==================== block 1
==> block_1/m2.png <==
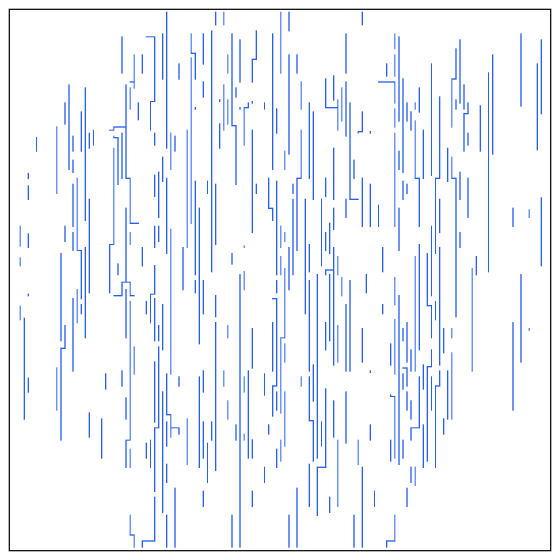

<file path="config.mk">
export PLATFORM = sky130hd
export DESIGN_NAME = sumador_serial
export DESIGN_NICKNAME = d
export VERILOG_FILES = /design/src/rtl/sumador_pkg.sv /design/src/rtl/sumador_slice.sv /design/src/rtl/sumador_serial.sv
export SDC_FILE = /design/constraint.sdc
export NUM_CORES = 1
export LEC_CHECK = 0
export CORE_UTILIZATION = 51
export DETAILED_ROUTE_END_ITERATION = 16
export PLACE_DENSITY = 0.78
export SLEW_MARGIN = 0
export SYNTH_ARGS = -nofsm -noshare
export SYNTH_HDL_FRONTEND = slang
export SYNTH_SLANG_ARGS = --single-unit
</file>
<file path="constraint.sdc">
create_clock -name clk -period 1.8 [get_ports clk]
set_clock_uncertainty 0.1 [all_clocks]
set_input_delay 0.27 -clock clk [delete_from_list [all_inputs] [get_ports clk]]
set_output_delay 0.27 -clock clk [all_outputs]
set_load 0.01 [all_outputs]
</file>
<file path="src/rtl/sumador_pkg.sv">
// Shared types and elaboration helpers for the serial adder/subtractor.
// Latency: n/a (types and constant functions only).
// Backpressure: n/a.
package sumador_pkg;

    typedef enum logic [1:0] {
        IDLE = 2'd0,
        RUN  = 2'd1,
        DONE = 2'd2
    } state_t;

    function automatic int num_chunks(input int width, input int k);
        return width / k;
    endfunction

    function automatic int cnt_width(input int width, input int k);
        return $clog2(width / k + 1);
    endfunction

    function automatic bit split_ok(input int width, input int k);
        return (width >= 2) && (k >= 1) && (k <= width) && ((width % k) == 0);
    endfunction

endpackage

</file>
<file path="src/rtl/sumador_slice.sv">
// Combinational K-bit ripple adder chunk built from full-adder cells.
// Latency: zero (pure combinational).
// Backpressure: none; evaluated every cycle by the parent.
module sumador_slice
    import sumador_pkg::*;
#(
    parameter int K = 1
) (
    input  logic [K-1:0] a,
    input  logic [K-1:0] b,
    input  logic         ci,
    output logic [K-1:0] s,
    output logic         co,
    output logic         c_msb
);

    logic [K:0] c;

    assign c[0] = ci;

    for (genvar i = 0; i < K; i++) begin : g_fa
        assign s[i]   = a[i] ^ b[i] ^ c[i];
        assign c[i+1] = (a[i] & b[i]) | (c[i] & (a[i] ^ b[i]));
    end

    // Carry into the chunk MSB; only the last chunk's value feeds overflow.
    assign c_msb = c[K-1];
    assign co    = c[K];

endmodule

</file>
<file path="src/rtl/sumador_serial.sv">
// Multi-cycle WIDTH-bit adder/subtractor, K bits per clock, carry FF chains chunks.
// Latency: WIDTH/K cycles from accepted start to done; back-to-back accepted from DONE.
// Backpressure: start is ignored while busy; result holds until the next completion.
module sumador_serial
    import sumador_pkg::*;
#(
    parameter int WIDTH = 8,
    parameter int K     = 1
) (
    input  logic             clk,
    input  logic             rst,
    input  logic             start,
    input  logic             sub,
    input  logic [WIDTH-1:0] A,
    input  logic [WIDTH-1:0] B,
    input  logic             Ci,
    output logic             busy,
    output logic             done,
    output logic [WIDTH-1:0] O,
    output logic             Co,
    output logic             ovf
);

    localparam int N  = num_chunks(WIDTH, K);
    localparam int CW = cnt_width(WIDTH, K);
    localparam logic [CW-1:0] LAST = CW'(N - 1);

    if (!split_ok(WIDTH, K)) begin : g_bad_split
        $error("sumador_serial: WIDTH must be >= 2 and a multiple of K");
    end

    state_t           state, state_nxt;
    logic [WIDTH-1:0] a_reg, b_reg, res_reg, res_nxt;
    logic             carry;
    logic [CW-1:0]    cnt;
    logic [K-1:0]     sum_k;
    logic             co_k, cmsb_k;
    logic             accept, last;

    assign accept = start && (state != RUN);
    assign last   = (state == RUN) && (cnt == LAST);

    sumador_slice #(.K(K)) u_slice (
        .a     (a_reg[K-1:0]),
        .b     (b_reg[K-1:0]),
        .ci    (carry),
        .s     (sum_k),
        .co    (co_k),
        .c_msb (cmsb_k)
    );

    // New sum bits enter from the MSB side so the LSB chunk ends up at bit 0.
    if (K == WIDTH) begin : g_res_full
        assign res_nxt = sum_k;
    end else begin : g_res_shift
        assign res_nxt = {sum_k, res_reg[WIDTH-1:K]};
    end

    always_ff @(posedge clk) begin
        if (rst) state <= IDLE;
        else     state <= state_nxt;
    end

    always_comb begin
        state_nxt = state;
        unique case (state)
            IDLE:    if (start) state_nxt = RUN;
            RUN:     if (cnt == LAST) state_nxt = DONE;
            DONE:    state_nxt = start ? RUN : IDLE;
            default: state_nxt = IDLE;
        endcase
    end

    always_comb begin
        busy = (state == RUN);
        done = (state == DONE);
    end

    always_ff @(posedge clk) begin
        if (rst) begin
            a_reg   <= '0;
            b_reg   <= '0;
            res_reg <= '0;
            carry   <= 1'b0;
            cnt     <= '0;
            O       <= '0;
            Co      <= 1'b0;
            ovf     <= 1'b0;
        end else if (accept) begin
            // Subtraction is A + ~B + ~Ci, so Ci behaves as a borrow-in.
            a_reg <= A;
            b_reg <= sub ? ~B : B;
            carry <= Ci ^ sub;
            cnt   <= '0;
        end else if (state == RUN) begin
            a_reg   <= a_reg >> K;
            b_reg   <= b_reg >> K;
            carry   <= co_k;
            cnt     <= cnt + 1'b1;
            res_reg <= res_nxt;
            if (last) begin
                O   <= res_nxt;
                Co  <= co_k;
                ovf <= co_k ^ cmsb_k;
            end
        end
    end

endmodule

</file>
==================== block 2
## src/rtl/mem_access_unit_pkg.sv

```systemverilog
// Shared types and constants for the load/store initiator.
package mem_access_unit_pkg;

    localparam int unsigned DATA_W = 32;

    localparam logic [1:0] SZ_BYTE = 2'b00;
    localparam logic [1:0] SZ_HALF = 2'b01;
    localparam logic [1:0] SZ_WORD = 2'b10;

    typedef enum logic [2:0] {
        IDLE = 3'd0,
        RD   = 3'd1,
        CAP  = 3'd2,
        WR   = 3'd3,
        RESP = 3'd4,
        ERR  = 3'd5
    } state_t;

    // Request fields held for the lifetime of one access
    typedef struct packed {
        logic              write;
        logic [1:0]        size;
        logic              uns;
        logic [1:0]        offset;
        logic [DATA_W-1:0] wdata;
    } req_t;

    // Full-word stores skip the read half of read-modify-write
    function automatic logic is_word_store(input logic write, input logic [1:0] size);
        return write && (size == SZ_WORD);
    endfunction

endpackage

```

## src/rtl/mem_access_unit_byte_lane_align.sv

```systemverilog
// Little-endian lane extraction/extension for loads, lane merge for stores,
// and alignment checking. Purely combinational.
module byte_lane_align
    import mem_access_unit_pkg::*;
(
    input  logic [1:0]        i_size,
    input  logic [1:0]        i_offset,
    input  logic              i_unsigned,
    input  logic [DATA_W-1:0] i_mem_word,
    input  logic [DATA_W-1:0] i_store_data,
    output logic [DATA_W-1:0] o_load_data_c,
    output logic [DATA_W-1:0] o_merged_word_c,
    output logic              o_misaligned_c
);

    logic [7:0]  w_byte;
    logic [15:0] w_half;

    always_comb begin
        w_byte          = i_mem_word[{i_offset, 3'b000} +: 8];
        w_half          = i_mem_word[{i_offset[1], 4'b0000} +: 16];
        o_load_data_c   = i_mem_word;
        o_merged_word_c = i_mem_word;
        case (i_size)
            SZ_BYTE: begin
                o_load_data_c = i_unsigned ? {24'h000000, w_byte}
                                           : {{24{w_byte[7]}}, w_byte};
                o_merged_word_c[{i_offset, 3'b000} +: 8] = i_store_data[7:0];
            end
            SZ_HALF: begin
                o_load_data_c = i_unsigned ? {16'h0000, w_half}
                                           : {{16{w_half[15]}}, w_half};
                o_merged_word_c[{i_offset[1], 4'b0000} +: 16] = i_store_data[15:0];
            end
            default: begin
                o_load_data_c   = i_mem_word;
                o_merged_word_c = i_store_data;
            end
        endcase
    end

    assign o_misaligned_c = (i_size == 2'b11)
                          || ((i_size == SZ_HALF) && i_offset[0])
                          || ((i_size == SZ_WORD) && (i_offset != 2'b00));

endmodule

```

## src/rtl/mem_access_unit.sv

```systemverilog
// Load/store initiator: one byte/half/word access at a time against a
// word-addressed memory with a registered read port.
module mem_access_unit
    import mem_access_unit_pkg::*;
#(
    parameter int unsigned ADDR_W = 5
) (
    input  logic              clock,
    input  logic              reset_n,
    input  logic              req_valid,
    output logic              req_ready,
    input  logic              req_write,
    input  logic [1:0]        req_size,
    input  logic              req_unsigned,
    input  logic [DATA_W-1:0] req_addr,
    input  logic [DATA_W-1:0] req_wdata,
    output logic              rsp_valid,
    output logic [DATA_W-1:0] rsp_rdata,
    output logic              rsp_misaligned,
    output logic              stall,
    output logic              mem_lMem,
    output logic              mem_escMem,
    output logic [ADDR_W-1:0] mem_addr,
    output logic [DATA_W-1:0] mem_wdata,
    input  logic [DATA_W-1:0] mem_rdata
);

    state_t              r_state;
    req_t                r_req;
    logic                r_ready;
    logic                r_stall;
    logic                r_rsp_valid;
    logic                r_rsp_mis;
    logic [DATA_W-1:0]   r_rsp_rdata;
    logic                r_lmem;
    logic                r_escmem;
    logic [ADDR_W-1:0]   r_mem_addr;
    logic [DATA_W-1:0]   r_mem_wdata;

    logic                w_idle;
    logic [1:0]          w_size;
    logic [1:0]          w_offset;
    logic                w_uns;
    logic [DATA_W-1:0]   w_load_data;
    logic [DATA_W-1:0]   w_merged_word;
    logic                w_misaligned;
    logic                w_unused_addr;

    // Upper address bits wrap modulo the memory size
    assign w_unused_addr = ^req_addr[DATA_W-1:ADDR_W+2];

    // The aligner checks the incoming request while idle, the held one otherwise
    assign w_idle   = (r_state == IDLE);
    assign w_size   = w_idle ? req_size     : r_req.size;
    assign w_offset = w_idle ? req_addr[1:0] : r_req.offset;
    assign w_uns    = w_idle ? req_unsigned : r_req.uns;

    byte_lane_align u_align (
        .i_size          (w_size),
        .i_offset        (w_offset),
        .i_unsigned      (w_uns),
        .i_mem_word      (mem_rdata),
        .i_store_data    (r_req.wdata),
        .o_load_data_c   (w_load_data),
        .o_merged_word_c (w_merged_word),
        .o_misaligned_c  (w_misaligned)
    );

    always_ff @(posedge clock or negedge reset_n) begin
        if (!reset_n) begin
            r_state     <= IDLE;
            r_req       <= '0;
            r_ready     <= 1'b1;
            r_stall     <= 1'b0;
            r_rsp_valid <= 1'b0;
            r_rsp_mis   <= 1'b0;
            r_rsp_rdata <= '0;
            r_lmem      <= 1'b0;
            r_escmem    <= 1'b0;
            r_mem_addr  <= '0;
            r_mem_wdata <= '0;
        end else begin
            r_rsp_valid <= 1'b0;
            r_rsp_mis   <= 1'b0;
            r_lmem      <= 1'b0;
            r_escmem    <= 1'b0;
            case (r_state)
                IDLE: begin
                    if (req_valid) begin
                        r_req   <= '{write:  req_write,
                                     size:   req_size,
                                     uns:    req_unsigned,
                                     offset: req_addr[1:0],
                                     wdata:  req_wdata};
                        r_ready <= 1'b0;
                        r_stall <= 1'b1;
                        if (w_misaligned) begin
                            r_state     <= ERR;
                            r_rsp_valid <= 1'b1;
                            r_rsp_mis   <= 1'b1;
                        end else begin
                            r_mem_addr <= req_addr[ADDR_W+1:2];
                            if (is_word_store(req_write, req_size)) begin
                                r_state     <= WR;
                                r_escmem    <= 1'b1;
                                r_mem_wdata <= req_wdata;
                            end else begin
                                r_state <= RD;
                                r_lmem  <= 1'b1;
                            end
                        end
                    end
                end
                RD: r_state <= CAP;
                CAP: begin
                    if (r_req.write) begin
                        r_state     <= WR;
                        r_escmem    <= 1'b1;
                        r_mem_wdata <= w_merged_word;
                    end else begin
                        r_state     <= RESP;
                        r_rsp_valid <= 1'b1;
                        r_rsp_rdata <= w_load_data;
                    end
                end
                WR: begin
                    r_state     <= RESP;
                    r_rsp_valid <= 1'b1;
                end
                RESP, ERR: begin
                    r_state <= IDLE;
                    r_ready <= 1'b1;
                    r_stall <= 1'b0;
                end
                default: begin
                    r_state <= IDLE;
                    r_ready <= 1'b1;
                    r_stall <= 1'b0;
                end
            endcase
        end
    end

    assign req_ready      = r_ready;
    assign stall          = r_stall;
    assign rsp_valid      = r_rsp_valid;
    assign rsp_misaligned = r_rsp_mis;
    assign rsp_rdata      = r_rsp_rdata;
    assign mem_lMem       = r_lmem;
    assign mem_escMem     = r_escmem;
    assign mem_addr       = r_mem_addr;
    assign mem_wdata      = r_mem_wdata;

endmodule

```

## config.mk

```make
export PLATFORM = sky130hd
export DESIGN_NAME = mem_access_unit
export DESIGN_NICKNAME = d
export VERILOG_FILES = /design/src/rtl/mem_access_unit_pkg.sv /design/src/rtl/mem_access_unit_byte_lane_align.sv /design/src/rtl/mem_access_unit.sv
export SDC_FILE = /design/constraint.sdc
export NUM_CORES = 1
export LEC_CHECK = 0
export CAP_MARGIN = 20
export CELL_PAD_IN_SITES_DETAIL_PLACEMENT = 1
export CELL_PAD_IN_SITES_GLOBAL_PLACEMENT = 2
export CORE_MARGIN = 4
export CORE_UTILIZATION = 34
export CTS_CLUSTER_SIZE = 14
export DETAILED_ROUTE_END_ITERATION = 10
export GPL_TIMING_DRIVEN = 0
export PLACE_DENSITY = 0.91
export SLEW_MARGIN = 10
export SYNTH_ARGS = -nofsm -noshare
export SYNTH_HDL_FRONTEND = slang
export SYNTH_HIERARCHICAL = 1
export SYNTH_SLANG_ARGS = --single-unit
export TNS_END_PERCENT = 5
```

## constraint.sdc

```tcl
create_clock -name clock -period 5.5 [get_ports clock]
set_input_delay 1.65 -clock clock [delete_from_list [all_inputs] [get_ports clock]]
set_output_delay 1.65 -clock clock [all_outputs]
set_load 0.005 [all_outputs]
```

==================== block 3
<file path="src/rtl/nx_ctrl_serialiser_pkg.sv">
// ----------------------------------------------------------------------------
// NXConstants
// Shared widths and packet-format types for the control path and the host
// stream link.
//   CONTROL_RESPONSE_WIDTH : width of one control response
//   HOST_STREAM_WIDTH      : width of one host stream word
//   control_response_t     : one wide control response
//   ser_state_t            : serialiser FSM state encoding
// ----------------------------------------------------------------------------
package NXConstants;

    localparam int CONTROL_RESPONSE_WIDTH = 128;
    localparam int HOST_STREAM_WIDTH      = 32;

    typedef logic [CONTROL_RESPONSE_WIDTH-1:0] control_response_t;

    typedef enum logic {
        SER_EMPTY  = 1'b0,
        SER_STREAM = 1'b1
    } ser_state_t;

endpackage

</file>
<file path="src/rtl/nx_ser_buffer.sv">
// ----------------------------------------------------------------------------
// nx_ser_buffer
// Two-entry FIFO of {last, data} entries. Push and pop may coincide.
//   i_clk, i_rst     : clock, synchronous active-high reset
//   i_push           : write i_push_entry at the tail (ignored when full)
//   i_pop            : drop the head entry (ignored when empty)
//   o_full, o_empty  : current occupancy flags
//   o_head           : current head entry
//   o_full_next      : occupancy flag after this cycle's push/pop
//   o_empty_next     : occupancy flag after this cycle's push/pop
//   o_head_next      : head entry after this cycle's push/pop
// ----------------------------------------------------------------------------
module nx_ser_buffer #(
    parameter int WIDTH = 129
) (
    input  logic             i_clk,
    input  logic             i_rst,
    input  logic             i_push,
    input  logic [WIDTH-1:0] i_push_entry,
    input  logic             i_pop,
    output logic             o_full,
    output logic             o_empty,
    output logic [WIDTH-1:0] o_head,
    output logic             o_full_next,
    output logic             o_empty_next,
    output logic [WIDTH-1:0] o_head_next
);

    logic [WIDTH-1:0] entry0_q, entry0_d;
    logic [WIDTH-1:0] entry1_q, entry1_d;
    logic             rd_ptr_q, rd_ptr_d;
    logic             wr_ptr_q, wr_ptr_d;
    logic [1:0]       count_q,  count_d;
    logic             push_ok;
    logic             pop_ok;

    assign o_full  = (count_q == 2'd2);
    assign o_empty = (count_q == 2'd0);
    assign push_ok = i_push && !o_full;
    assign pop_ok  = i_pop && !o_empty;

    always_comb begin
        entry0_d = entry0_q;
        entry1_d = entry1_q;
        rd_ptr_d = rd_ptr_q;
        wr_ptr_d = wr_ptr_q;
        count_d  = count_q;

        if (push_ok) begin
            if (wr_ptr_q) entry1_d = i_push_entry;
            else          entry0_d = i_push_entry;
            wr_ptr_d = ~wr_ptr_q;
        end
        if (pop_ok) begin
            rd_ptr_d = ~rd_ptr_q;
        end

        case ({push_ok, pop_ok})
            2'b10:   count_d = count_q + 2'd1;
            2'b01:   count_d = count_q - 2'd1;
            default: count_d = count_q;
        endcase
    end

    assign o_head       = rd_ptr_q ? entry1_q : entry0_q;
    // Look-ahead head lets the serialiser register chunk 0 of a freshly
    // pushed response in the same cycle it is written.
    assign o_head_next  = rd_ptr_d ? entry1_d : entry0_d;
    assign o_full_next  = (count_d == 2'd2);
    assign o_empty_next = (count_d == 2'd0);

    always_ff @(posedge i_clk) begin
        if (i_rst) begin
            entry0_q <= '0;
            entry1_q <= '0;
            rd_ptr_q <= 1'b0;
            wr_ptr_q <= 1'b0;
            count_q  <= 2'd0;
        end else begin
            entry0_q <= entry0_d;
            entry1_q <= entry1_d;
            rd_ptr_q <= rd_ptr_d;
            wr_ptr_q <= wr_ptr_d;
            count_q  <= count_d;
        end
    end

endmodule

</file>
<file path="src/rtl/nx_ctrl_serialiser.sv">
// ----------------------------------------------------------------------------
// nx_ctrl_serialiser
// Accepts wide control responses and emits each as CHUNKS narrow host stream
// words, least-significant chunk first, through a two-entry buffer so that
// back-to-back responses stream without bubbles.
//   i_clk, i_rst             : clock, synchronous active-high reset
//   i_resp_data/last/valid   : response input, o_resp_ready handshake
//   o_host_data/last/valid   : host stream output, i_host_ready handshake
//   o_idle                   : buffer empty and no word pending
//
//   state      | meaning
//   -----------+--------------------------------------------------
//   SER_EMPTY  | buffer empty, o_host_valid low
//   SER_STREAM | emitting chunk idx_q of the buffer head entry
// ----------------------------------------------------------------------------
module nx_ctrl_serialiser
    import NXConstants::*;
#(
    parameter int RESP_WIDTH   = $bits(control_response_t),
    parameter int STREAM_WIDTH = HOST_STREAM_WIDTH
) (
    input  logic                    i_clk,
    input  logic                    i_rst,
    input  logic [RESP_WIDTH-1:0]   i_resp_data,
    input  logic                    i_resp_last,
    input  logic                    i_resp_valid,
    output logic                    o_resp_ready,
    output logic [STREAM_WIDTH-1:0] o_host_data,
    output logic                    o_host_last,
    output logic                    o_host_valid,
    input  logic                    i_host_ready,
    output logic                    o_idle
);

    localparam int CHUNKS = RESP_WIDTH / STREAM_WIDTH;
    localparam int IW     = (CHUNKS > 1) ? $clog2(CHUNKS) : 1;
    localparam logic [IW-1:0] LAST_IDX = IW'(CHUNKS - 1);

    ser_state_t              state_q,      state_d;
    logic [IW-1:0]           idx_q,        idx_d;
    logic [STREAM_WIDTH-1:0] host_data_q,  host_data_d;
    logic                    host_last_q,  host_last_d;
    logic                    resp_ready_q, resp_ready_d;

    logic                  buf_push;
    logic                  buf_pop;
    logic                  buf_full;
    logic                  buf_empty;
    logic                  buf_full_next;
    logic                  buf_empty_next;
    logic [RESP_WIDTH:0]   buf_head;
    logic [RESP_WIDTH:0]   buf_head_next;
    logic [RESP_WIDTH:0]   sel_head;
    logic                  host_fire;
    logic                  at_last_chunk;

    assign o_host_valid  = (state_q == SER_STREAM);
    assign host_fire     = o_host_valid && i_host_ready;
    assign at_last_chunk = (idx_q == LAST_IDX);
    assign buf_push      = i_resp_valid && resp_ready_q && !buf_full;
    assign buf_pop       = host_fire && at_last_chunk;

    nx_ser_buffer #(
        .WIDTH (RESP_WIDTH + 1)
    ) u_buffer (
        .i_clk        (i_clk),
        .i_rst        (i_rst),
        .i_push       (buf_push),
        .i_push_entry ({i_resp_last, i_resp_data}),
        .i_pop        (buf_pop),
        .o_full       (buf_full),
        .o_empty      (buf_empty),
        .o_head       (buf_head),
        .o_full_next  (buf_full_next),
        .o_empty_next (buf_empty_next),
        .o_head_next  (buf_head_next)
    );

    always_comb begin
        state_d      = state_q;
        idx_d        = idx_q;
        host_data_d  = '0;
        host_last_d  = 1'b0;
        resp_ready_d = !buf_full_next;

        if (host_fire) begin
            idx_d = at_last_chunk ? '0 : idx_q + 1'b1;
        end

        state_d = buf_empty_next ? SER_EMPTY : SER_STREAM;

        // The head only changes on a pop or when the buffer was empty; in
        // every other cycle, including stalls, the current head is reused so
        // data and last stay put.
        sel_head = (buf_pop || buf_empty) ? buf_head_next : buf_head;

        if (!buf_empty_next) begin
            host_data_d = sel_head[idx_d*STREAM_WIDTH +: STREAM_WIDTH];
            host_last_d = sel_head[RESP_WIDTH] && (idx_d == LAST_IDX);
        end
    end

    always_ff @(posedge i_clk) begin
        if (i_rst) begin
            state_q      <= SER_EMPTY;
            idx_q        <= '0;
            host_data_q  <= '0;
            host_last_q  <= 1'b0;
            resp_ready_q <= 1'b1;
        end else begin
            state_q      <= state_d;
            idx_q        <= idx_d;
            host_data_q  <= host_data_d;
            host_last_q  <= host_last_d;
            resp_ready_q <= resp_ready_d;
        end
    end

    assign o_host_data  = host_data_q;
    assign o_host_last  = host_last_q;
    assign o_resp_ready = resp_ready_q;
    assign o_idle       = buf_empty && !o_host_valid;

endmodule

</file>
<file path="config.mk">
export PLATFORM = sky130hd
export DESIGN_NAME = nx_ctrl_serialiser
export DESIGN_NICKNAME = d
export VERILOG_FILES = /design/src/rtl/nx_ctrl_serialiser_pkg.sv /design/src/rtl/nx_ser_buffer.sv /design/src/rtl/nx_ctrl_serialiser.sv
export SDC_FILE = /design/constraint.sdc
export NUM_CORES = 1
export LEC_CHECK = 0
export ABC_AREA = 1
export CORE_AREA = 2 2 248 250
export DETAILED_ROUTE_END_ITERATION = 8
export DIE_AREA = 0 0 250 252
export HOLD_SLACK_MARGIN = 0.12
export PLACE_DENSITY = 0.5
export SLEW_MARGIN = 20
export SYNTH_ARGS = -nofsm -noshare
export SYNTH_HDL_FRONTEND = slang
export SYNTH_SLANG_ARGS = --single-unit
</file>
<file path="constraint.sdc">
create_clock -name i_clk -period 2.6 [get_ports i_clk]
set_clock_uncertainty 0.1 [all_clocks]
set_input_delay 0.78 -clock i_clk [delete_from_list [all_inputs] [get_ports i_clk]]
set_output_delay 0.78 -clock i_clk [all_outputs]
set_load 0.05 [all_outputs]
</file>
==================== block 4
**config.mk**
```make
export PLATFORM = sky130hd
export DESIGN_NAME = switch_debounce
export DESIGN_NICKNAME = d
export VERILOG_FILES = /design/src/rtl/board_pkg.sv /design/src/rtl/debounce_channel.sv /design/src/rtl/switch_debounce.sv
export SDC_FILE = /design/constraint.sdc
export NUM_CORES = 1
export LEC_CHECK = 0
export CAP_MARGIN = 20
export CORE_UTILIZATION = 38
export CTS_CLUSTER_DIAMETER = 30
export DETAILED_ROUTE_END_ITERATION = 10
export PLACE_DENSITY_LB_ADDON = 0.25
export SLEW_MARGIN = 20
export SYNTH_ARGS = -nofsm -noshare
export SYNTH_HDL_FRONTEND = slang
export SYNTH_SLANG_ARGS = --single-unit
export TNS_END_PERCENT = 30
```
**constraint.sdc**
```tcl
create_clock -name i_Clk -period 2.1 [get_ports i_Clk]
set_input_delay 0.315 -clock i_Clk [delete_from_list [all_inputs] [get_ports i_Clk]]
set_output_delay 0.315 -clock i_Clk [all_outputs]
set_load 0.02 [all_outputs]
```
**src/rtl/board_pkg.sv**
```systemverilog
// Board-wide constants shared by every project on this board.
// Debounce defaults are derived from the clock so retiming the board keeps the 10 ms window.
package board_pkg;

    localparam int CLK_FREQ_HZ            = 25_000_000;
    localparam int DEBOUNCE_MS            = 10;
    localparam int DEBOUNCE_LIMIT_DEFAULT = (CLK_FREQ_HZ / 1000) * DEBOUNCE_MS;
    localparam int NUM_SWITCHES           = 4;
    localparam int NUM_LEDS               = 4;

endpackage : board_pkg

```
**src/rtl/debounce_channel.sv**
```systemverilog
// One switch channel: two-flop synchroniser, stability counter, stable level and edge strobes.
// A new level is accepted only after DEBOUNCE_LIMIT uninterrupted cycles of disagreement.
module debounce_channel
    import board_pkg::*;
#(
    parameter int DEBOUNCE_LIMIT = DEBOUNCE_LIMIT_DEFAULT
) (
    input  logic i_Clk,
    input  logic i_Rst_L,
    input  logic i_Switch,
    output logic o_Switch,
    output logic o_Rise,
    output logic o_Fall
);

    localparam int              CW       = $clog2(DEBOUNCE_LIMIT);
    localparam logic [CW-1:0]   CNT_LAST = CW'(DEBOUNCE_LIMIT - 1);
    localparam logic [CW-1:0]   CNT_ONE  = CW'(1);

    logic          r_sync1;
    logic          r_sync2;
    logic [CW-1:0] r_cnt;
    logic          r_stable;
    logic          r_rise;
    logic          r_fall;

    logic [CW-1:0] w_cnt_next;
    logic          w_stable_next;
    logic          w_rise_next;
    logic          w_fall_next;

    // Filter decision from pre-edge state; any return to the stable level discards progress.
    always_comb begin
        w_cnt_next    = '0;
        w_stable_next = r_stable;
        w_rise_next   = 1'b0;
        w_fall_next   = 1'b0;
        if (r_sync2 == r_stable) begin
            w_cnt_next = '0;
        end else if (r_cnt != CNT_LAST) begin
            w_cnt_next = r_cnt + CNT_ONE;
        end else begin
            w_cnt_next    = '0;
            w_stable_next = r_sync2;
            w_rise_next   = r_sync2;
            w_fall_next   = ~r_sync2;
        end
    end

    // Synchroniser, counter, stable level and strobes, all cleared asynchronously.
    always_ff @(posedge i_Clk or negedge i_Rst_L) begin
        if (!i_Rst_L) begin
            r_sync1  <= 1'b0;
            r_sync2  <= 1'b0;
            r_cnt    <= '0;
            r_stable <= 1'b0;
            r_rise   <= 1'b0;
            r_fall   <= 1'b0;
        end else begin
            r_sync1  <= i_Switch;
            r_sync2  <= r_sync1;
            r_cnt    <= w_cnt_next;
            r_stable <= w_stable_next;
            r_rise   <= w_rise_next;
            r_fall   <= w_fall_next;
        end
    end

    assign o_Switch = r_stable;
    assign o_Rise   = r_rise;
    assign o_Fall   = r_fall;

endmodule : debounce_channel

```
**src/rtl/switch_debounce.sv**
```systemverilog
// Multi-channel switch conditioner: independent debounce_channel per board switch.
module switch_debounce #(
    parameter int NUM_SWITCHES   = board_pkg::NUM_SWITCHES,
    parameter int DEBOUNCE_LIMIT = board_pkg::DEBOUNCE_LIMIT_DEFAULT
) (
    input  logic                    i_Clk,
    input  logic                    i_Rst_L,
    input  logic [NUM_SWITCHES-1:0] i_Switch,
    output logic [NUM_SWITCHES-1:0] o_Switch,
    output logic [NUM_SWITCHES-1:0] o_Rise,
    output logic [NUM_SWITCHES-1:0] o_Fall
);

    for (genvar g = 0; g < NUM_SWITCHES; g++) begin : g_chan
        debounce_channel #(
            .DEBOUNCE_LIMIT (DEBOUNCE_LIMIT)
        ) u_chan (
            .i_Clk    (i_Clk),
            .i_Rst_L  (i_Rst_L),
            .i_Switch (i_Switch[g]),
            .o_Switch (o_Switch[g]),
            .o_Rise   (o_Rise[g]),
            .o_Fall   (o_Fall[g])
        );
    end

endmodule : switch_debounce

```
==> block_4/sizing.png <==
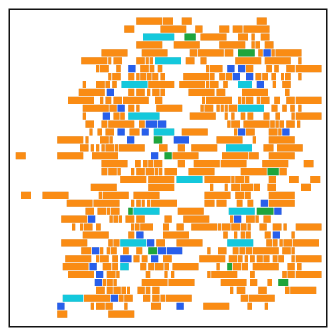
Key: x1 and smaller = orange [cells 395]; x6 and larger = cyan [cells 15]; x3 and x4 = blue [cells 37]; x2 = green [cells 10]

==> block_4/m3.png <==
Scale bar: 20 um.
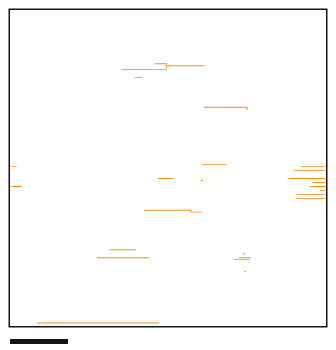
The wires run mostly horizontal. The longest straight run is 41.6 um.

==> results_slide.txt, block 4 <==
Implementation Results

Final layout
  • CLK BUF: 10
  • Signal buffers share of area: 0.0848
  • Fin util: 0.469
  • Multi-input combinational area share: 0.364
  • Non-Clock Buffer Count: 49
  • Gate Area: 1870 um2
  • Commonest non-fill, non-tap cells in the layout: dfrtp_1, nor2_1, xnor2_1

Placed design
  • Placed cell areas: 4800 um2
  • DP Wirelength: 5.63 mm
  • Final RePlAce weighted congestion: 0.804

Final timing
  • RSZ-0062 raised after global routing: yes
  • Final Max Tran Viols: 0
  • Final Skew: 0.00579 ns
  • Hold slack: 0.317 ns
  • Min setup slack post-route: -0.0106 ns
  • Setup violators final: 1

Routing
  • M1 wire length: 4.09 mm
  • Met3 wire length: 228 um

Power and ir drop
  • Comb pwr: 120 uW
  • Top Consumer: sequential cells
  • P_seq: 1830 uW
  • Comb pwr share: 0.033

Clock tree
  • Insertion Delay late pin: 0.33 ns

Synthesis
  • Yosys stat chip area: 4310 um2
  • Post-synth EDFFs: 0
  • Synth top cells by count: dfrtp_1, nor2_1, xnor2_1, nand3_1, nand4_1
  • Seq/Total Area, Yosys: 0.534
  • Ys Warns: 0
  • Main logic family after synthesis: simple AND/OR/NAND/NOR gates
  • Post-Syn Area: 4310 um2
  • Post-synth regs: 92

Floorplanning
  • Fp_density: 0.395
  • Well Taps: 140

Run status
  • Status: complete, but fails checks
  • Failing checks: setup timing

Critical path
  • WP data arrival: 2.33 ns
  • Setup crit end kind: flop
  • CP peak stage delay: 0.54 ns

GRT
  • Grt ovf: 0
  • Gr busiest metal: met2
-- block 4: path summary, 6_finish.rpt --
kind,start,slack [ns],cells after the start,to
worst max-delay path,g_chan[1].u_chan.r_cnt[13],-0.01,4,g_chan[1].u_chan.o_Switch
worst min-delay path,i_Rst_L,0.32,2,g_chan[1].u_chan.r_cnt[9]
worst max register to register,g_chan[1].u_chan.r_cnt[13],-0.01,4,g_chan[1].u_chan.o_Switch
worst min register to register,g_chan[1].u_chan.r_sync1,0.35,0,g_chan[1].u_chan.r_sync2
max in group asynchronous,i_Rst_L,1.15,3,g_chan[3].u_chan.r_cnt[7]
min in group i_Clk,g_chan[1].u_chan.r_sync1,0.35,0,g_chan[1].u_chan.r_sync2
-- block 4: flip-flops by register name, summed over array words and instances (netlist names) --
| name | flops |
|---|---|
| g_chan.u_chan.r_sync2 | 4 |
| g_chan.u_chan.o_Rise | 4 |
| g_chan.u_chan.o_Switch | 4 |
| g_chan.u_chan.o_Fall | 4 |
| g_chan.u_chan.r_sync1 | 4 |
| g_chan.u_chan.r_cnt | 72 |
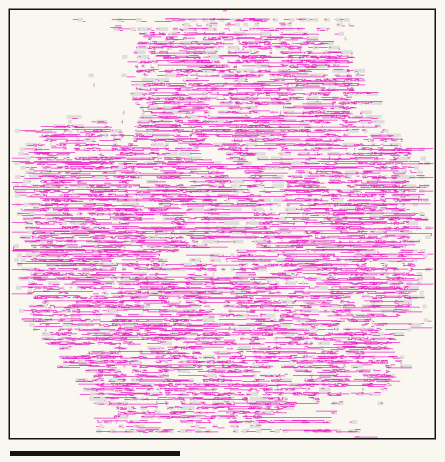
(block_3/m1.png)
Scale bar: 100 um.
The layer holds 48% of the routed length. The longest straight run is 76.8 um. The layer carries 32.5 mm of wire. The wires run mostly horizontal. 3423 nets have wire on it.

==> block_3/m2.png <==
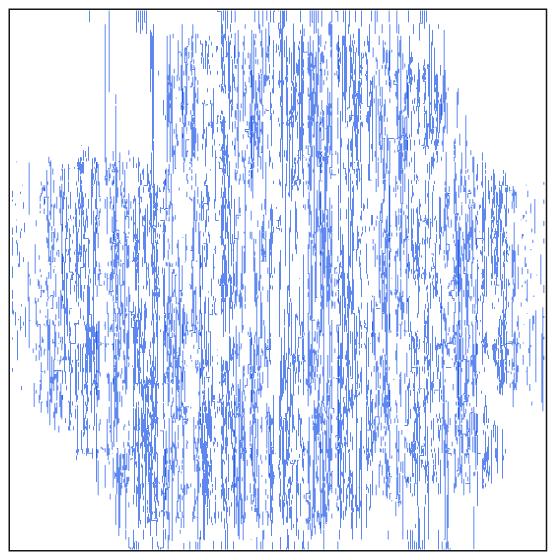
The layer carries 31.4 mm of wire. The wires run mostly vertical. The layer holds 46% of the routed length. 2587 nets have wire on it.

==> results_slide.txt, block 3 <==
Implementation Results

Synthesis
  • Synth top cells by count: nand2_1, dfxtp_1, a21oi_1, nor2_1, o21ai_0
  • Adder Share, Synth: 0.00139
  • Top cells, area: dfxtp_1, nand2_1, a21oi_1, o21ai_0, nor2_1
  • Yosys stat chip area: 18000 um2
  • Post-synth top area cell: dfxtp_1

Floorplanning
  • Rows: 90
  • Core area: 60100 um2
  • Fp_density: 0.299

GRT
  • Vias in the first global route: 19400
  • Pin count of the biggest net entering global routing: 155
  • Grt ovf: 0

Final layout
  • Seq_cells: 299
  • Leading cell kind: combinational gates
  • Comb gates: 2462

Critical path
  • WP buf/inv: 1
  • WP data arrival: 1.68 ns
  • Crit path capture: o_host_data[24]
  • Critical Path RT: 1.72 ns

Clock tree
  • Max Buffers Root-to-Sink: 3
  • CTS clk-pin slew, worst paths: 0.06 ns

Routing
  • Wire per inst: 15.6 um

Worst hold path
  • Min-Delay Startpoint: i_rst

Run status
  • Status: completed
[block 3: routing by layer]
metal / part of all wire / routed length (um)
met3: 0.046 / 3150
met2: 0.46 / 31400
met4: 0.018 / 1240
met5: 0 / 0
met1: 0.48 / 32500
[block 3: metrics by stage]
stage / worst slack, ns / TNS (ns) / hold slack [ns] / area [um2]
final: 0.0398 / 0 / 0.382 / 24700
after global routing: 0.00475 / 0 / 0.361 / 24700
after CTS: 0.00171 / 0 / 0.342 / 24700
after detailed placement: -0.608 / -33.71 / 0.380 / 23400
after global placement: -0.613 / -34.30 / 0.377 / 23400
after floorplan: 0.0164 / 0 / 0.365 / 18000
[block 3: power breakdown]
group | switching (uW) | internal, uW
registers | 292 | 5050
logic | 3740 | 2470
clock network | 2280 | 3480
[block 3: state kept, by name (all words and copies together), names as in the netlist]
signal,cells
u_buffer.entry0_q,129
u_buffer.entry1_q,129
o_host_data,32
idx_q,2
u_buffer.count_q,2
o_host_last,1
o_host_valid,1
o_resp_ready,1
u_buffer.rd_ptr_q,1
u_buffer.wr_ptr_q,1
[block 3: what timing repair did]
action	in CTS	in global routing
gates resized	34	12
hold buffers	0	0
buffers inserted	0	0
setup endpoints to repair	33	33
pin swaps	0	1
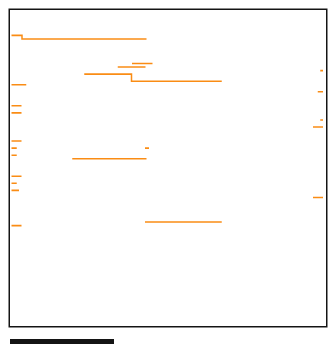
(block_1/m3.png)
Scale bar: 20 um.
19 nets have wire on it. The layer holds 3.2% of the routed length.

==> block_1/sizing.png <==
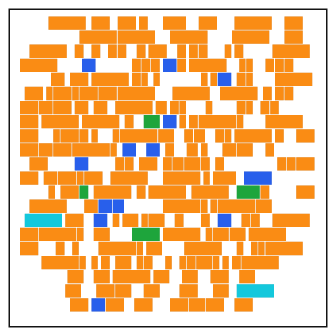
Key: x1 and smaller = orange [cells 210]; x2 = green [cells 4]; x6 and larger = cyan [cells 2]; x3 and x4 = blue [cells 13]

Notes on block_1/m2.png above:
The longest straight run is 30.8 um. The layer carries 1660 um of wire. The layer holds 49% of the routed length. The wires run mostly vertical. 203 nets have wire on it.

==> results_slide.txt, block 1 <==
Implementation Results

Routing
  • Routed wl met2: 1.66 mm
  • Wire per inst: 12.4 um
  • Drt total wl: 3.40 mm

Synthesis
  • Post-synth top area cell: dfxtp_1
  • Ys Warns: 0
  • Synth top area share: 0.451
  • Yosys stat chip area: 1780 um2
  • Main logic family after synthesis: AND-OR/OR-AND gates
  • Post-synth regs: 40

Final timing
  • Final Max Tran Viols: 0
  • Setup violators final: 0

Run status
  • Status: completed

Final layout
  • Commonest non-fill, non-tap cells in the layout: dfxtp_1, clkdlybuf4s50_1, a21oi_1

Power and ir drop
  • Clk network pwr share: 0.254
  • Comb pwr share: 0.162

GRT
  • Initial antenna violation count: 0

Clock tree
  • Post-CTS Hold Fix Bufs: 0
  • TritonCTS Buffers: 5

Critical path
  • R2R setup slack: 0.23 ns
  • Setup crit start: Co
  • CP peak stage delay: 0.54 ns

Worst hold path
  • Worst min-delay path class: reg2reg
  • WHS Endpoint: b_reg[5]

Floorplanning
  • Chip width: 61 um
block 1: power by group through the flow:
stage / clock [uW] / combinational, uW / sequential [uW]
6_report: 413 / 265 / 951
5_1_grt: 466 / 292 / 958
4_1_cts: 422 / 266 / 952
3_5_place_dp: 0 / 267 / 972
3_3_place_gp: 0 / 261 / 970
2_1_floorplan: 0 / 187 / 965
block 1: final cells by class:
cell class / instances / area [um2] / area share
Clock buffer: 6 / 41.3 / 0.0190
Clock inverter: 1 / 5.00 / 0.00230
Inverter: 3 / 13.8 / 0.00633
Multi-Input combinational cell: 139 / 850 / 0.391
Sequential cell: 40 / 801 / 0.368
Tap cell: 46 / 57.6 / 0.0265
Timing Repair Buffer: 40 / 407 / 0.187
block 1: stage by stage:
step / std cells / power (uW) / setup slack [ns]
2_1_floorplan: 200 / 1150 / 0.459
3_3_place_gp: 268 / 1230 / 0.150
3_5_place_dp: 268 / 1240 / 0.125
4_1_cts: 275 / 1640 / 0.0516
5_1_grt: 275 / 1720 / 0.128
6_report: 275 / 1630 / 0.197
block 1: what timing repair did:
item | 4_1_cts | 5_1_grt
cloned | 0 | 0
setup endpoints to repair | 1 | 1
resized | 2 | 1
==> block_2/m4.png <==
Scale bar: 50 um.
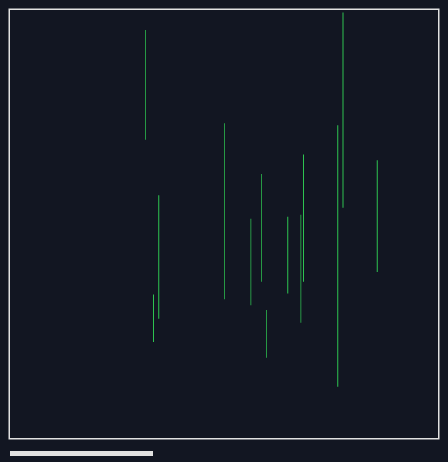
The layer carries 548 um of wire. The layer holds 2.3% of the routed length. 11 nets have wire on it. The longest straight run is 91.1 um. The wires run mostly vertical.

==> results_slide.txt, block 2 <==
Implementation Results

Synthesis
  • Post-synth EDFFs: 0
  • Basic Gates by Area: 0.0894
  • Main logic family after synthesis: multiplexers
  • Top cells, area: dfrtp_1, mux2_2, mux2_1, mux2_4, nand2_1
  • Syn Inst Count: 595

Routing
  • Initial DRC count: 430

Critical path
  • Critical path, cell by cell: clkdlybuf4s50_1 > mux2_2 > buf_4 > inv_2 > clkbuf_1 > ha_1 > o21ai_0 > nor4bb_1 > a22o_1 > buf_6 > buf_12 > mux2_4
  • Reg-to-Reg End: mem_wdata[25]
  • R2R setup slack: 0.78 ns

GRT
  • Vias in the first global route: 6257
  • Pin count of the biggest net entering global routing: 67

Run status
  • Status: completed

Power and ir drop
  • Sw Share: 0.398

Clock tree
  • TritonCTS Buffers: 17

Final timing
  • Setup violators final: 0
[block 2: sequential cells by signal, indices dropped and copies added, names as in the netlist]
signal	count
r_state	3
rsp_misaligned	1
mem_escMem	1
req_ready	1
mem_addr	5
mem_wdata	32
rsp_valid	1
stall	1
mem_lMem	1
rsp_rdata	32
r_req	38
[block 2: through the flow]
stage,cells,TNS (ns),power [uW],util,setup slack (ns)
after floorplan,595,0,3640,-,1.31
after global placement,1012,-170.59,4900,0.442,-1.49
after detailed placement,1013,0,5030,0.444,0.0341
after CTS,1044,0,6150,0.472,0.435
after global routing,1044,0,6510,0.472,0.249
final,1044,0,6130,0.472,0.391
[block 2: cell type report]
class,instances,share of cell area
Buffer,44,0.0306
Clock buffer,21,0.0487
Clock inverter,10,0.0118
Inverter,13,0.00527
Multi-Input combinational cell,422,0.387
Sequential cell,116,0.314
Tap cell,265,0.0358
Timing Repair Buffer,153,0.168
[block 2: metal layers]
metal / vias to the layer above / GRT usage
li1: 2536 / -
met1: 2867 / 0.280
met2: 208 / 0.355
met3: 32 / 0.0451
met4: 0 / 0.0805
met5: - / 0


==> screenshots <==
Clock routing.
shot_01.png
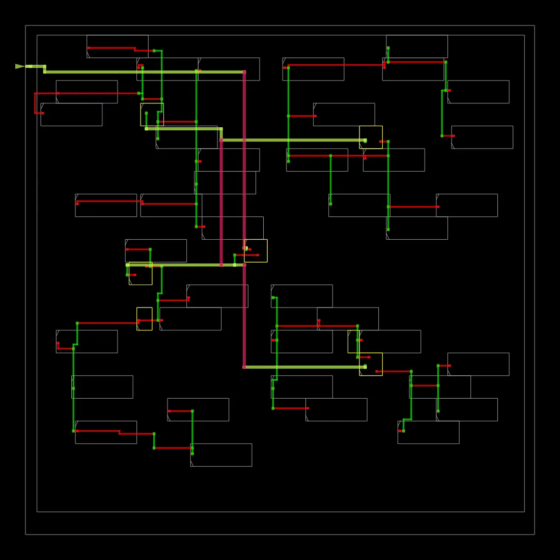
shot_02.png
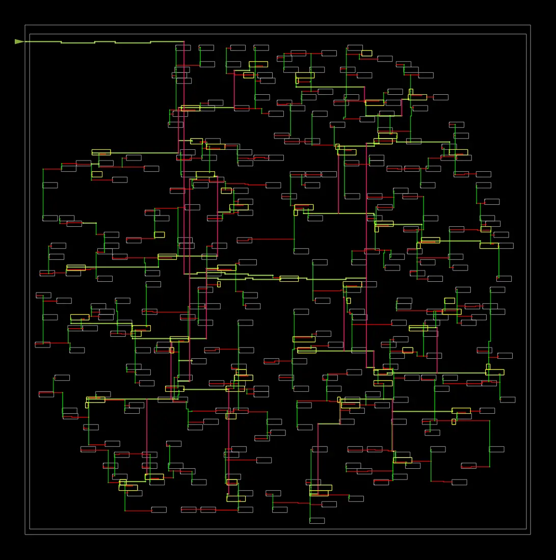
shot_03.png
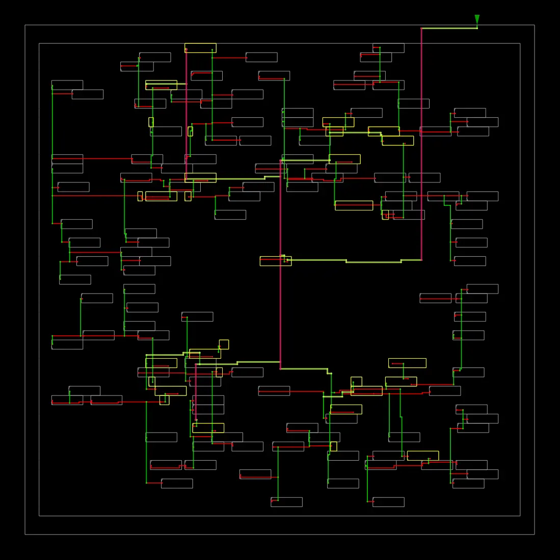
shot_04.png
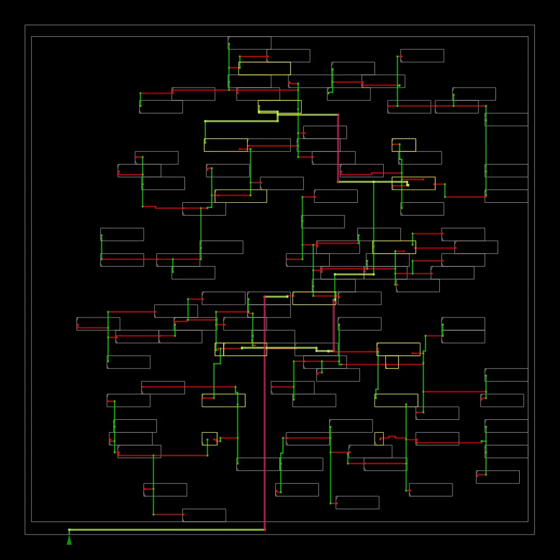
The one with the fewest clock buffers is shot_01.png.
- shot_03.png = block 2
- shot_01.png = block 1
- shot_02.png = block 3
- shot_04.png = block 4


==> notes/layouts.md <==
Pictures saved along the way, in no particular order.

Met1 routing.
panel A
Scale bar: 50 um.
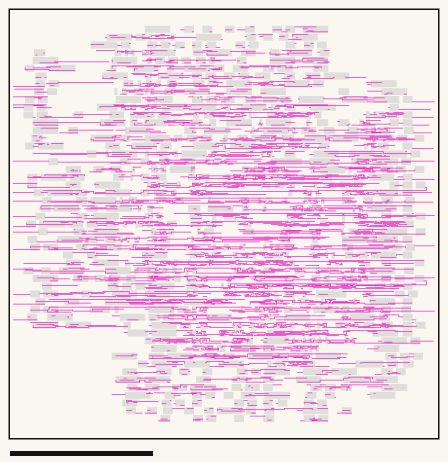
panel B
Scale bar: 20 um.
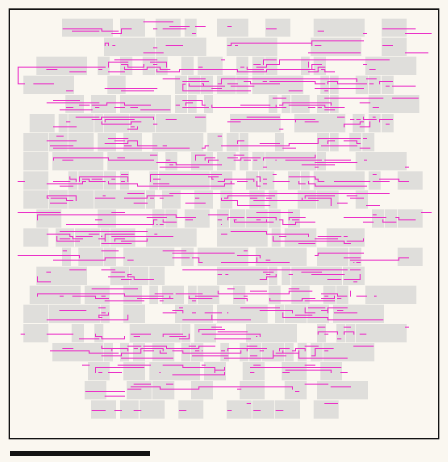
panel C
Scale bar: 20 um.
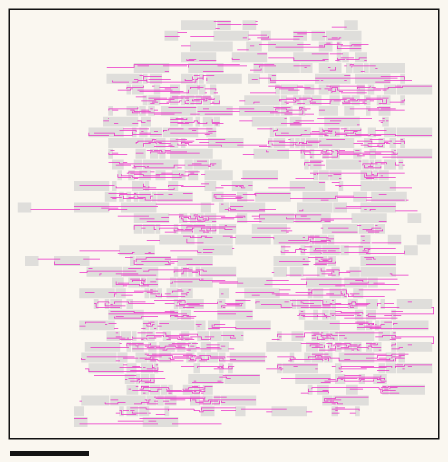
- block 1 = panel B
- block 2 = panel A
- block 4 = panel C

Power and IR drop assume default switching activity.
